# design 1

==> design_1/density.png <==
The die is cut into 17 by 17 equal tiles; dark blue is low, red is high, 0 to 100% covered.
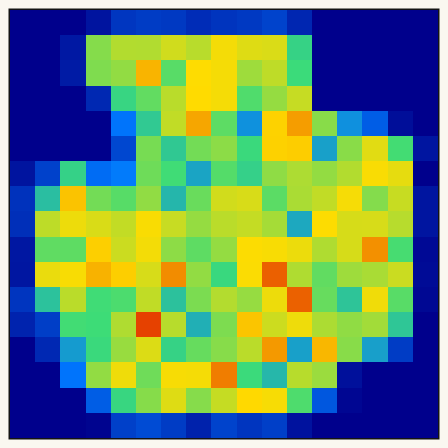

### src/rtl/alu_mcycle_ctrl.sv
// Unsigned 32x32 multiply / 32/32 divide sequencer that borrows the shared execute-stage ALU.
// Latency: Start sampled at edge k -> Busy k+1..k+32, Done pulse k+33 (divide by zero: Done at k+1).
// No backpressure: Start is honoured only in IDLE; hazard logic stalls the pipeline on Busy.
module alu_mcycle_ctrl (
    input  logic        CLK,
    input  logic        Reset,
    input  logic        Start,
    input  logic        MCycleOp,
    input  logic [31:0] Operand1,
    input  logic [31:0] Operand2,
    input  logic [31:0] AluResult,
    input  logic [3:0]  AluFlags,
    output logic        AluSel,
    output logic [31:0] AluA,
    output logic [31:0] AluB,
    output logic [1:0]  AluControl,
    output logic        Busy,
    output logic        Done,
    output logic        DivByZero,
    output logic [31:0] Result1,
    output logic [31:0] Result2
);

    typedef enum logic [1:0] {
        S_IDLE = 2'd0,
        S_RUN  = 2'd1,
        S_DONE = 2'd2
    } state_t;

    state_t      state_q, state_d;
    logic        op_q, op_d;
    logic [31:0] div_q, div_d;
    logic [31:0] h_q, h_d;
    logic [31:0] l_q, l_d;
    logic [4:0]  cnt_q, cnt_d;
    logic [31:0] res1_q, res1_d;
    logic [31:0] res2_q, res2_d;
    logic        dbz_q, dbz_d;

    logic [31:0] alu_a, alu_b;
    logic [1:0]  alu_ctrl;
    logic [31:0] shifted;
    logic        alu_c;
    logic        unused_flags;

    assign alu_c        = AluFlags[1];
    assign unused_flags = ^{AluFlags[3:2], AluFlags[0]};
    assign shifted      = {h_q[30:0], l_q[31]};

    always_comb begin
        state_d  = state_q;
        op_d     = op_q;
        div_d    = div_q;
        h_d      = h_q;
        l_d      = l_q;
        cnt_d    = cnt_q;
        res1_d   = res1_q;
        res2_d   = res2_q;
        dbz_d    = dbz_q;
        alu_a    = 32'd0;
        alu_b    = 32'd0;
        alu_ctrl = 2'b00;

        case (state_q)
            S_IDLE: begin
                if (Start) begin
                    op_d  = MCycleOp;
                    div_d = Operand2;
                    h_d   = 32'd0;
                    l_d   = Operand1;
                    cnt_d = 5'd0;
                    dbz_d = 1'b0;
                    if (MCycleOp && (Operand2 == 32'd0)) begin
                        res1_d  = 32'hFFFF_FFFF;
                        res2_d  = Operand1;
                        dbz_d   = 1'b1;
                        state_d = S_DONE;
                    end else begin
                        state_d = S_RUN;
                    end
                end
            end
            S_RUN: begin
                alu_b = div_q;
                if (!op_q) begin
                    // Shift-add: the ALU carry becomes the new top bit of H.
                    alu_a    = h_q;
                    alu_ctrl = 2'b00;
                    if (l_q[0]) begin
                        h_d = {alu_c, AluResult[31:1]};
                        l_d = {AluResult[0], l_q[31:1]};
                    end else begin
                        h_d = {1'b0, h_q[31:1]};
                        l_d = {h_q[0], l_q[31:1]};
                    end
                end else begin
                    // Restoring step: a set H[31] means the shifted value exceeds 32 bits, so it always fits.
                    alu_a    = shifted;
                    alu_ctrl = 2'b01;
                    if (h_q[31] || alu_c) begin
                        h_d = AluResult;
                        l_d = {l_q[30:0], 1'b1};
                    end else begin
                        h_d = shifted;
                        l_d = {l_q[30:0], 1'b0};
                    end
                end
                cnt_d = cnt_q + 5'd1;
                if (cnt_q == 5'd31) begin
                    res1_d  = l_d;
                    res2_d  = h_d;
                    state_d = S_DONE;
                end
            end
            S_DONE: begin
                state_d = S_IDLE;
            end
            default: begin
                state_d = S_IDLE;
            end
        endcase
    end

    always_ff @(posedge CLK) begin
        if (Reset) begin
            state_q <= S_IDLE;
            op_q    <= 1'b0;
            div_q   <= 32'd0;
            h_q     <= 32'd0;
            l_q     <= 32'd0;
            cnt_q   <= 5'd0;
            res1_q  <= 32'd0;
            res2_q  <= 32'd0;
            dbz_q   <= 1'b0;
        end else begin
            state_q <= state_d;
            op_q    <= op_d;
            div_q   <= div_d;
            h_q     <= h_d;
            l_q     <= l_d;
            cnt_q   <= cnt_d;
            res1_q  <= res1_d;
            res2_q  <= res2_d;
            dbz_q   <= dbz_d;
        end
    end

    assign AluSel     = (state_q == S_RUN);
    assign Busy       = (state_q == S_RUN);
    assign Done       = (state_q == S_DONE);
    assign AluA       = alu_a;
    assign AluB       = alu_b;
    assign AluControl = alu_ctrl;
    assign DivByZero  = dbz_q;
    assign Result1    = res1_q;
    assign Result2    = res2_q;

endmodule

### config.mk
export PLATFORM = sky130hd
export DESIGN_NAME = alu_mcycle_ctrl
export DESIGN_NICKNAME = d
export VERILOG_FILES = /design/src/rtl/alu_mcycle_ctrl.sv
export SDC_FILE = /design/constraint.sdc
export NUM_CORES = 1
export LEC_CHECK = 0
export CAP_MARGIN = 20
export CORE_MARGIN = 8
export CORE_UTILIZATION = 37
export DETAILED_ROUTE_END_ITERATION = 7
export GPL_TIMING_DRIVEN = 0
export PLACE_DENSITY = 0.72
export SKIP_LAST_GASP = 1
export SYNTH_ARGS = -nofsm -noshare
export SYNTH_HDL_FRONTEND = slang
export SYNTH_SLANG_ARGS = --single-unit
### constraint.sdc
create_clock -name CLK -period 4.4 [get_ports CLK]
set_input_delay 1.1 -clock CLK [delete_from_list [all_inputs] [get_ports CLK]]
set_output_delay 1.1 -clock CLK [all_outputs]
set_load 0.02 [all_outputs]
# design 2

`config.mk`:
```
export PLATFORM = sky130hd
export DESIGN_NAME = uart_tx
export DESIGN_NICKNAME = d
export VERILOG_FILES = /design/src/rtl/uart_tx.sv
export SDC_FILE = /design/constraint.sdc
export NUM_CORES = 1
export LEC_CHECK = 0
export CAP_MARGIN = 10
export CORE_MARGIN = 1
export CORE_UTILIZATION = 25
export CTS_CLUSTER_SIZE = 16
export DETAILED_ROUTE_END_ITERATION = 8
export GPL_TIMING_DRIVEN = 0
export SKIP_CTS_REPAIR_TIMING = 1
export SLEW_MARGIN = 0
export SYNTH_ARGS = -nofsm -noshare
export SYNTH_HDL_FRONTEND = slang
export SYNTH_SLANG_ARGS = --single-unit
```
`constraint.sdc`:
```
create_clock -name clk -period 3 [get_ports clk]
set_input_delay 0.45 -clock clk [delete_from_list [all_inputs] [get_ports clk]]
set_output_delay 0.45 -clock clk [all_outputs]
set_load 0.02 [all_outputs]
```
`src/rtl/uart_tx.sv`:
```
// Memory-mapped UART transmitter: bus registers, TX FIFO and 8N1 serial engine.
// Define UART_TX_PARITY_EN to add an even-parity bit gated by CTRL.pen.
module uart_tx #(
  parameter int          FIFO_DEPTH = 8,
  parameter logic [15:0] DIV_RESET  = 16'd10
) (
  input  logic        clk,
  input  logic        rst,
  input  logic        uart_we,
  input  logic [3:0]  uart_adr,
  input  logic [31:0] uart_wdata,
  output logic [31:0] uart_rdata,
  output logic        tx,
  output logic        int_sig
);

  localparam int AW = $clog2(FIFO_DEPTH);
  localparam int CW = AW + 1;

  typedef enum logic [2:0] {
    S_IDLE,
    S_START,
    S_DATA,
`ifdef UART_TX_PARITY_EN
    S_PARITY,
`endif
    S_STOP
  } state_t;

  state_t         state_q;
  logic           tx_q;
  logic [7:0]     shift_q;
  logic [2:0]     bit_idx_q;
  logic [15:0]    baud_q;
  logic [15:0]    div_lat_q;

  logic           en_q;
  logic           ien_q;
  logic [15:0]    div_q;
  logic           ovf_q;

  logic [7:0]     mem_q [FIFO_DEPTH];
  logic [AW-1:0]  wr_ptr_q, wr_ptr_d;
  logic [AW-1:0]  rd_ptr_q, rd_ptr_d;
  logic [CW-1:0]  cnt_q, cnt_d;

`ifdef UART_TX_PARITY_EN
  logic           pen_q;
  logic           pen_lat_q;
  logic           par_q;
`endif

  logic           wr_txdata, wr_status, wr_ctrl, wr_div;
  logic           fifo_empty, fifo_full;
  logic           busy;
  logic           pop, push;
  logic           baud_tc;
  logic [7:0]     head;
  logic [4:0]     cnt5;
  logic           pen_rd;
  logic           unused_bits;

  assign wr_txdata = uart_we && (uart_adr[3:2] == 2'd0);
  assign wr_status = uart_we && (uart_adr[3:2] == 2'd1);
  assign wr_ctrl   = uart_we && (uart_adr[3:2] == 2'd2);
  assign wr_div    = uart_we && (uart_adr[3:2] == 2'd3);

  assign fifo_empty = (cnt_q == '0);
  assign fifo_full  = (cnt_q == CW'(FIFO_DEPTH));
  assign busy       = (state_q != S_IDLE);
  assign head       = mem_q[rd_ptr_q];

  // A push into a full FIFO still lands when the engine pops in the same cycle.
  assign pop  = (state_q == S_IDLE) && en_q && !fifo_empty;
  assign push = wr_txdata && (!fifo_full || pop);

  assign baud_tc = (baud_q == div_lat_q - 16'd1);

  always_comb begin
    wr_ptr_d = wr_ptr_q;
    rd_ptr_d = rd_ptr_q;
    cnt_d    = cnt_q;
    if (push) wr_ptr_d = wr_ptr_q + 1'b1;
    if (pop)  rd_ptr_d = rd_ptr_q + 1'b1;
    case ({push, pop})
      2'b10:   cnt_d = cnt_q + 1'b1;
      2'b01:   cnt_d = cnt_q - 1'b1;
      default: cnt_d = cnt_q;
    endcase
  end

  always_ff @(posedge clk or posedge rst) begin
    if (rst) begin
      wr_ptr_q <= '0;
      rd_ptr_q <= '0;
      cnt_q    <= '0;
      ovf_q    <= 1'b0;
    end else begin
      wr_ptr_q <= wr_ptr_d;
      rd_ptr_q <= rd_ptr_d;
      cnt_q    <= cnt_d;
      if (wr_txdata && fifo_full && !pop)
        ovf_q <= 1'b1;
      else if (wr_status && uart_wdata[3])
        ovf_q <= 1'b0;
    end
  end

  // FIFO storage carries data only; validity is tracked by the pointers above.
  always_ff @(posedge clk) begin
    if (push) mem_q[wr_ptr_q] <= uart_wdata[7:0];
  end

  always_ff @(posedge clk or posedge rst) begin
    if (rst) begin
      en_q  <= 1'b0;
      ien_q <= 1'b0;
      div_q <= DIV_RESET;
`ifdef UART_TX_PARITY_EN
      pen_q <= 1'b0;
`endif
    end else begin
      if (wr_ctrl) begin
        en_q  <= uart_wdata[0];
        ien_q <= uart_wdata[1];
`ifdef UART_TX_PARITY_EN
        pen_q <= uart_wdata[2];
`endif
      end
      if (wr_div)
        div_q <= (uart_wdata[15:0] == 16'd0) ? 16'd1 : uart_wdata[15:0];
    end
  end

  always_ff @(posedge clk or posedge rst) begin
    if (rst) begin
      state_q   <= S_IDLE;
      tx_q      <= 1'b1;
      shift_q   <= '0;
      bit_idx_q <= '0;
      baud_q    <= '0;
      div_lat_q <= 16'd1;
`ifdef UART_TX_PARITY_EN
      pen_lat_q <= 1'b0;
      par_q     <= 1'b0;
`endif
    end else begin
      if (state_q != S_IDLE)
        baud_q <= baud_tc ? 16'd0 : baud_q + 16'd1;
      case (state_q)
        S_IDLE: begin
          tx_q <= 1'b1;
          if (pop) begin
            shift_q   <= head;
            div_lat_q <= div_q;
            baud_q    <= '0;
`ifdef UART_TX_PARITY_EN
            pen_lat_q <= pen_q;
            par_q     <= ^head;
`endif
            tx_q      <= 1'b0;
            state_q   <= S_START;
          end
        end
        S_START: begin
          if (baud_tc) begin
            bit_idx_q <= '0;
            tx_q      <= shift_q[0];
            state_q   <= S_DATA;
          end
        end
        S_DATA: begin
          if (baud_tc) begin
            if (bit_idx_q == 3'd7) begin
`ifdef UART_TX_PARITY_EN
              if (pen_lat_q) begin
                tx_q    <= par_q;
                state_q <= S_PARITY;
              end else begin
                tx_q    <= 1'b1;
                state_q <= S_STOP;
              end
`else
              tx_q    <= 1'b1;
              state_q <= S_STOP;
`endif
            end else begin
              bit_idx_q <= bit_idx_q + 3'd1;
              shift_q   <= shift_q >> 1;
              tx_q      <= shift_q[1];
            end
          end
        end
`ifdef UART_TX_PARITY_EN
        S_PARITY: begin
          if (baud_tc) begin
            tx_q    <= 1'b1;
            state_q <= S_STOP;
          end
        end
`endif
        S_STOP: begin
          if (baud_tc) state_q <= S_IDLE;
        end
        default: begin
          tx_q    <= 1'b1;
          state_q <= S_IDLE;
        end
      endcase
    end
  end

`ifdef UART_TX_PARITY_EN
  assign pen_rd = pen_q;
`else
  assign pen_rd = 1'b0;
`endif

  assign cnt5 = 5'(cnt_q);

  always_comb begin
    uart_rdata = '0;
    case (uart_adr[3:2])
      2'd1:    uart_rdata = {23'd0, cnt5, ovf_q, fifo_empty, fifo_full, busy};
      2'd2:    uart_rdata = {29'd0, pen_rd, ien_q, en_q};
      2'd3:    uart_rdata = {16'd0, div_q};
      default: uart_rdata = '0;
    endcase
  end

  assign tx          = tx_q;
  assign int_sig     = ien_q & fifo_empty & ~busy;
  assign unused_bits = ^{uart_adr[1:0], uart_wdata[31:16]};

endmodule

```
# design 3

===== src/rtl/instr_mem_loader.sv =====
`default_nettype none
// ============================================================================
// Module   : instr_mem_loader
// Summary  : 256x9 instruction store with a zero-latency fetch port and a
//            byte-stream program loader that holds the core while loading.
//            Optional macro LOAD_CHECKSUM_EN adds a trailing XOR checksum byte.
// Revision : 1.0 - initial release
// ============================================================================
module instr_mem_loader #(
  parameter logic [7:0] LOAD_BASE      = 8'h00,
  parameter logic       ERR_ON_HI_BITS = 1'b1
) (
  input  logic       Clk,
  input  logic       Rst,
  input  logic [7:0] i_Addres_Instr_Bus,
  output logic [8:0] o_Instruction,
  input  logic       i_Load_Start,
  input  logic [7:0] i_Load_Byte,
  input  logic       i_Load_Valid,
  output logic       o_Load_Ready,
  output logic       o_Core_Hold,
  output logic       o_Load_Done,
  output logic       o_Load_Err,
  output logic [8:0] o_Load_Count
);

`ifdef LOAD_CHECKSUM_EN
  typedef enum logic [2:0] {
    S_IDLE = 3'd0, S_LEN = 3'd1, S_LO = 3'd2, S_HI = 3'd3, S_CHK = 3'd4, S_DONE = 3'd5
  } state_t;
`else
  typedef enum logic [2:0] {
    S_IDLE = 3'd0, S_LEN = 3'd1, S_LO = 3'd2, S_HI = 3'd3, S_DONE = 3'd5
  } state_t;
`endif

  state_t     r_state;
  state_t     w_state_nxt;
  logic [8:0] r_mem [256];
  logic [7:0] r_ptr;
  logic [7:0] r_lo;
  logic [8:0] r_remaining;
  logic       r_err_pend;
  logic       r_hold;
  logic       r_err;
  logic [8:0] r_count;
`ifdef LOAD_CHECKSUM_EN
  logic [7:0] r_chk;
`endif

  logic w_ready;
  logic w_accept;
  logic w_last;
  logic w_hi_bad;
  logic w_we;

  assign o_Instruction = r_mem[i_Addres_Instr_Bus];
  assign o_Load_Ready  = w_ready;
  assign o_Core_Hold   = r_hold;
  assign o_Load_Err    = r_err;
  assign o_Load_Count  = r_count;

  assign w_last   = (r_remaining == 9'd1);
  assign w_hi_bad = ERR_ON_HI_BITS && (i_Load_Byte[7:1] != 7'd0);
  assign w_we     = w_accept && (r_state == S_HI) && !Rst;

  always_ff @(posedge Clk) begin
    if (Rst) begin
      r_state <= S_IDLE;
    end else begin
      r_state <= w_state_nxt;
    end
  end

  // Start wins over a byte presented in the same cycle, so it masks acceptance.
  always_comb begin
    w_state_nxt = r_state;
    w_ready     = 1'b0;
    o_Load_Done = 1'b0;
    case (r_state)
      S_LEN, S_LO, S_HI: w_ready = 1'b1;
`ifdef LOAD_CHECKSUM_EN
      S_CHK:             w_ready = 1'b1;
`endif
      S_DONE: begin
        o_Load_Done = ~r_err_pend;
        w_state_nxt = S_IDLE;
      end
      default: ;
    endcase
    w_accept = w_ready & i_Load_Valid & ~i_Load_Start;
    if (w_accept) begin
      case (r_state)
        S_LEN: w_state_nxt = S_LO;
        S_LO:  w_state_nxt = S_HI;
`ifdef LOAD_CHECKSUM_EN
        S_HI:  w_state_nxt = w_last ? S_CHK : S_LO;
        S_CHK: w_state_nxt = S_DONE;
`else
        S_HI:  w_state_nxt = w_last ? S_DONE : S_LO;
`endif
        default: ;
      endcase
    end
    if (i_Load_Start) begin
      w_state_nxt = S_LEN;
    end
  end

  always_ff @(posedge Clk) begin
    if (Rst) begin
      r_ptr       <= LOAD_BASE;
      r_lo        <= 8'd0;
      r_remaining <= 9'd0;
      r_err_pend  <= 1'b0;
      r_hold      <= 1'b0;
      r_err       <= 1'b0;
      r_count     <= 9'd0;
`ifdef LOAD_CHECKSUM_EN
      r_chk       <= 8'd0;
`endif
    end else if (i_Load_Start) begin
      r_ptr       <= LOAD_BASE;
      r_remaining <= 9'd0;
      r_err_pend  <= 1'b0;
      r_hold      <= 1'b1;
      r_err       <= 1'b0;
      r_count     <= 9'd0;
`ifdef LOAD_CHECKSUM_EN
      r_chk       <= 8'd0;
`endif
    end else begin
      if (w_accept) begin
`ifdef LOAD_CHECKSUM_EN
        r_chk <= r_chk ^ i_Load_Byte;
`endif
        case (r_state)
          S_LEN: r_remaining <= (i_Load_Byte == 8'd0) ? 9'd256 : {1'b0, i_Load_Byte};
          S_LO:  r_lo <= i_Load_Byte;
          S_HI: begin
            r_ptr       <= r_ptr + 8'd1;
            r_remaining <= r_remaining - 9'd1;
            if (r_count != 9'h100) begin
              r_count <= r_count + 9'd1;
            end
            if (w_hi_bad) begin
              r_err_pend <= 1'b1;
            end
          end
`ifdef LOAD_CHECKSUM_EN
          S_CHK: begin
            if (r_chk != i_Load_Byte) begin
              r_err_pend <= 1'b1;
            end
          end
`endif
          default: ;
        endcase
      end
      // A failed load keeps the core held until some later load succeeds.
      if (r_state == S_DONE) begin
        if (r_err_pend) begin
          r_err <= 1'b1;
        end else begin
          r_hold <= 1'b0;
        end
        r_err_pend <= 1'b0;
      end
    end
  end

  always_ff @(posedge Clk) begin
    if (w_we) begin
      r_mem[r_ptr] <= {i_Load_Byte[0], r_lo};
    end
  end

endmodule
`default_nettype wire


===== config.mk =====
export PLATFORM = sky130hd
export DESIGN_NAME = instr_mem_loader
export DESIGN_NICKNAME = d
export VERILOG_FILES = /design/src/rtl/instr_mem_loader.sv
export SDC_FILE = /design/constraint.sdc
export NUM_CORES = 2
export LEC_CHECK = 0
export CORE_UTILIZATION = 63
export DETAILED_ROUTE_END_ITERATION = 16
export HOLD_SLACK_MARGIN = 0.12
export MAX_ROUTING_LAYER = met4
export PLACE_DENSITY = 0.85
export SYNTH_ARGS = -nofsm -noshare
export SYNTH_HDL_FRONTEND = slang
export SYNTH_SLANG_ARGS = --single-unit

===== constraint.sdc =====
create_clock -name Clk -period 5.4 [get_ports Clk]
set_input_delay 0.54 -clock Clk [delete_from_list [all_inputs] [get_ports Clk]]
set_output_delay 0.54 -clock Clk [all_outputs]
set_load 0.02 [all_outputs]

==> design_2/density.png <==
The die is cut into 17 by 17 equal tiles; dark blue is low, red is high, 0 to 100% covered.
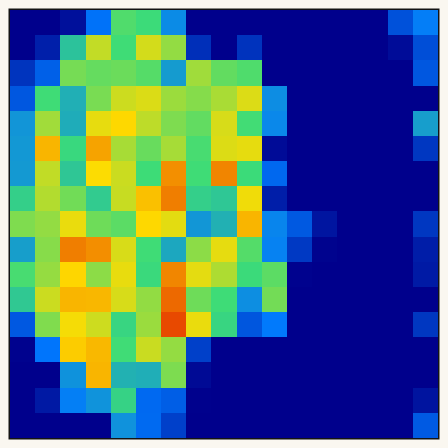
The mean over all tiles is 29%. 41% of the tiles are nearly empty. The densest ninth of the die: west. 6.9% of the tiles are over 75% full. The fullest tile reaches 92%. The emptiest ninth of the die: south-east.

==> Changelog: implementation, design 2 <==
### Metrics

* Run status: complete, no violations
* Crit path cell chain: buf_4 -> or3_1 -> nor4_2 -> o221ai_1 -> nor4_2 -> o2111ai_4 -> buf_6 -> or4_1 -> o21ai_2 -> a211oi_1
* Initial antenna violation count at 0
* CP endpoint kind: register
* Sequential share of power at 36.4%
* Worst Hold Class: primary input to async pin
* CP Buf/Inv Count at 2
* Req. time, crit path at 3290 ps
* #FFs+latches synth at 139
* Gr ovfl total at 0
* Post-Place Cell Area at between 7000 and 8000 sq um
* EDFF count, synth at 64
* Critical path peak fanout at 7
* DR vias/cell at 4.68
* Non-filler instance count after layout at 993
* Share of layout cells above drive strength 1 at between 20 and 25%
* Met1 usage at 15.0%
* Most used logic cell in the final layout: dfrtp_1
* Final #Nets at 692
* Cts bufs inserted at 17
* Overall power at 0.00758 W
* Post-Syn Area at between 6000 and 7000 sq um
* Critical path origin: div_lat_q[0]
* Diode count at 0
* I/O Buffers at 38
* Top area contributor share at between 20% and 30%
* Reg2Reg Setup Slack at 150 ps
* Switching pwr at 0.00268 W
## design 2: per-stage QoR
step | setup WS [ps] | utilization (%) | setup TNS, ps
global route | -10.2 | 31.6 | -43.8
global placement | -1070 | 28.8 | -116520
finish | 147 | 31.6 | 0
floorplan | 60.5 | - | 0
detailed placement | -890 | 29.0 | -42130
CTS | -891 | 31.1 | -42990
## design 2: flip-flops by register name, summed over array words and instances (netlist names)
register,count
state_q,2
cnt_q,4
rd_ptr_q,3
en_q,1
wr_ptr_q,3
ovf_q,1
mem_q,64
div_q,16
shift_q,8
tx,1
baud_q,16
ien_q,1
div_lat_q,16
bit_idx_q,3
## design 2: cell type report
cell class | count | share of cell area [%]
flip-flops and latches | 139 | 44.5
multi-input cells | 372 | 34.4
repair buffers | 52 | 5.90
clock buffers | 19 | 5.06
well taps | 341 | 4.99
plain buffers | 43 | 2.87
clock inverters | 13 | 1.65
inverters | 14 | 0.644
## design 2: worst reg2reg max path, stage by stage (launching register included)
cell       delay (ps)
dfstp_2           380
buf_4             150
or3_1             380
nor4_2            240
o221ai_1          150
nor4_2            370
o2111ai_4         260
buf_6             210
or4_1             420
o21ai_2            90
a211oi_1           70
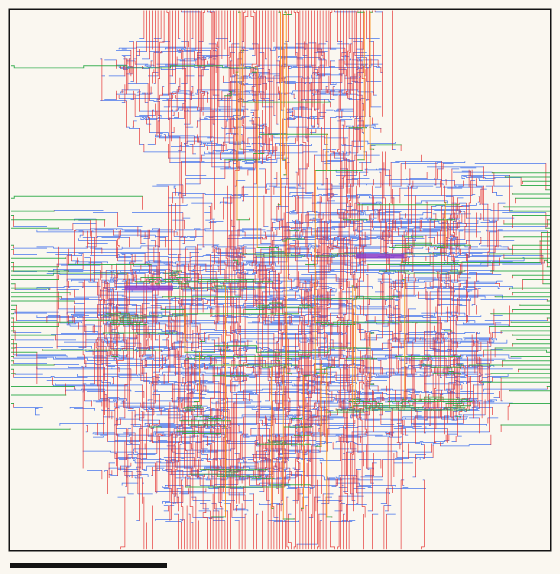
(design_1/metal_stack.png)
Scale bar: 50 microns.
Key: met3 = green [wire length 2630 microns]; met4 = orange [wire length 994 microns]; met5 = purple [wire length 27.6 microns]; met1 = blue [wire length 13700 microns]; met2 = red [wire length 14900 microns]

## Picture notes: design_1/density.png
The densest ninth of the die: center. 7.3% of the tiles are over 75% full. 23% of the tiles are nearly empty. The fullest tile reaches 93%.
fp util: 37.3%
Core Util, Final: 51.0%
Core ar.: 24000 sq um

==> Changelog: implementation, design 1 <==
### Metrics

* Post-Place Cell Area at ~12000 sq um
* Slowest stage delay, CP at 590 ps
* Placer's final routability congestion estimate at around 0.89
* Critical path arrival at about 3100 ps
* Most instantiated logic cells after routing: 232 x clkdlybuf4s50_1, 230 x nand2_1, 169 x dfxtp_1, 117 x a21oi_1, 82 x mux2i_1
* Post-CTS sizing at 0
* Residual DRC at 0
* GR met3 Demand/Resource at 4.73%
* Most common cell in the synthesized netlist: nand2_1
* Power Dens Cells at just over 300 nW/um^2
* Yosys Instances at 1090
* Critical path peak fanout at 10
* Fillers at 2259
* Largest net degree at the start of global routing at 17
* Combinational gates at 818
* Top cell category: logic gates
* Die Area at 29500 sq um
* Most used logic cell in the final layout: clkdlybuf4s50_1
* Crit path cell chain: nand2b_1 -> buf_2 -> buf_2 -> buf_1 -> buf_1 -> nor2_1 -> clkdlybuf4s50_1
* Run status: complete, no violations
* Synth top area cells: dfxtp_1 38%, nand2_1 9.6%, mux2i_1 9.1%
design 1: metrics by stage:
| step | util (%) | worst slack, ps | total power, W | cells | hold WS, ps |
|---|---|---|---|---|---|
| 2_1_floorplan | - | 1750 | 0.00203 | 1090 | 432 |
| 3_3_place_gp | 48.7 | 717 | 0.00230 | 1646 | 437 |
| 3_5_place_dp | 48.7 | 709 | 0.00231 | 1646 | 442 |
| 4_1_cts | 51.0 | 209 | 0.00376 | 1677 | 451 |
| 5_1_grt | 51.0 | 59.8 | 0.00389 | 1678 | 469 |
| 6_report | 51.0 | 202 | 0.00375 | 1678 | 448 |
design 1: metal layers:
layer  wire length, microns  part of all wire (%)  vias up
met3                   2630                   8.2       59
met4                    993                   3.1        4
met5                     27                 0.084        -
li1                       -                     -     4264
met2                  14900                    46      407
met1                  13700                    42     4225
design 1: report_power, final:
group | total (W) | switching [W] | internal [W]
Sequential | 0.00164 | 0.0000491 | 0.00159
Clock | 0.00146 | 0.000659 | 0.000800
Combinational | 0.000654 | 0.000387 | 0.000267
Total | 0.00375 | 0.00110 | 0.00266
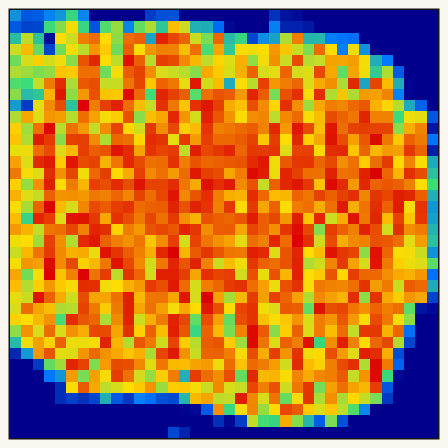
(design_3/density.png)
The die is cut into 38 by 38 equal tiles; dark blue is low, red is high, 0 to 100% covered.
13% of the tiles are nearly empty. The fullest tile reaches 100%. The mean over all tiles is 67%. 60% of the tiles are over 75% full.
fp util: 63.8%
Core ar.: 142000 sq um
Core Util, Final: 70.5%

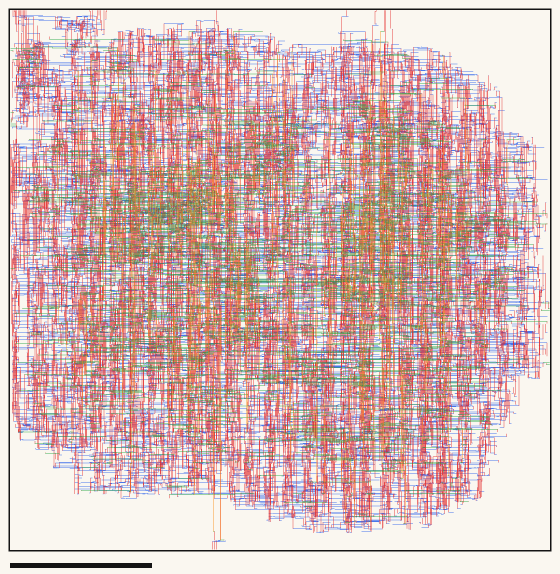
(design_3/metal_stack.png)
Scale bar: 100 microns.
Key: met4 = orange [wire length 13900 microns]; met2 = red [wire length 115 mm]; met1 = blue [wire length 77.3 mm]; met3 = green [wire length 32.3 mm]
overall routing resource usage: 33.8%
WL per Instance: 36.1 microns
DR vias: 48700
final wirelength: 238000 microns

==> Changelog: implementation, design 3 <==
### Metrics

* Critical path peak fanout at 65
* Top layer in use: met4
* Most Used Layer, Global Route: met2
* Finish-stage setup viols at 1
* Run status: finished, violations left
* R2R Path Start: r_state[2]
* Failing checks: setup timing
* Fraction of registers with async set/reset at 0%
* Global-route wire length before repair at 339000 microns
* H-tree Lvls at 4
* Seq share, synth at between 70% and 80%
* TNS Setup at -38.3 ps
* Layout clock buffers at between 200 and 300
* CP endpoint kind: primary output
* CP delay by family, top: buffers and inverters
* Post-route setup slack at -38.3 ps
* Clock latency on the worst-skew pair at 860 ps
* Simple-Gate Area Share at under 10%
* Clock root cell: clkbuf_16
* Comb/total area at 19.2%
* Synth Flop Type: edfxtp_1
* Yosys warns at 0
* Clock buffer depth at 3
==> design 3: sequential cells by signal, indices dropped and copies added, names as in the netlist <==
signal	count
o_Load_Err	1
r_ptr	8
r_err_pend	1
o_Core_Hold	1
r_remaining	9
r_mem	2304
o_Load_Count	9
r_state	3
r_lo	8
==> design 3: placed cells by master, fill, tap and decap left out, types with 27 or more instances in the layout <==
cell,count
o22ai_1,54
nand2_1,51
clkinv_2,34
buf_12,28
buf_4,131
nor3_1,45
clkbuf_1,51
nor4_1,33
nand3_1,30
mux2i_1,162
mux4_2,495
o221ai_1,36
dfxtp_1,32
o21ai_0,30
clkinv_1,48
nor2_1,308
clkbuf_16,216
a21oi_1,139
a22oi_1,171
clkdlybuf4s50_1,27
edfxtp_1,2304
==> design 3: power by group <==
part,total [W],internal [W],leakage (nW),switching [W]
logic,0.00106,0.000370,6.38,0.000689
registers,0.0197,0.0197,26.3,0.00000572
clock network,0.0147,0.00801,3.23,0.00667
total,0.0354,0.0281,35.9,0.00736
==> design 3: timing repair <==
action / CTS / global route
gates resized: 0 / 3
hold endpoints to repair: 0 / 0
endpoints found under the setup margin: 0 / 3


==> screenshots <==
Routing congestion.
Plate I
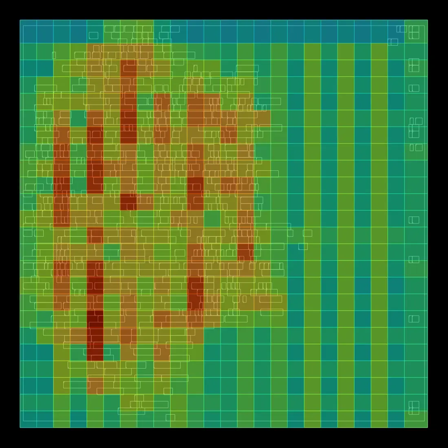
Plate II
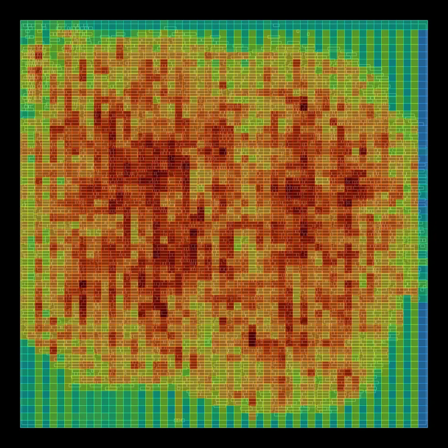
Plate III
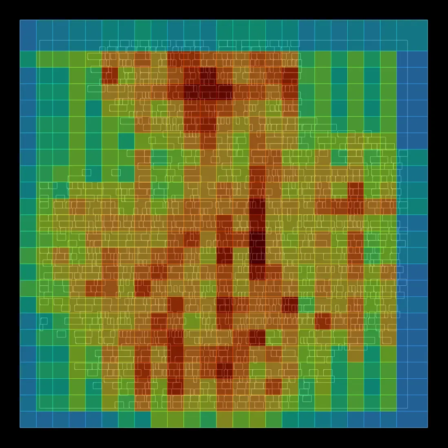
- lowest track usage: Plate I
Plate II -> design 3
Plate I -> design 2
Plate III -> design 1

Power is estimated from default activity; no workload was simulated.
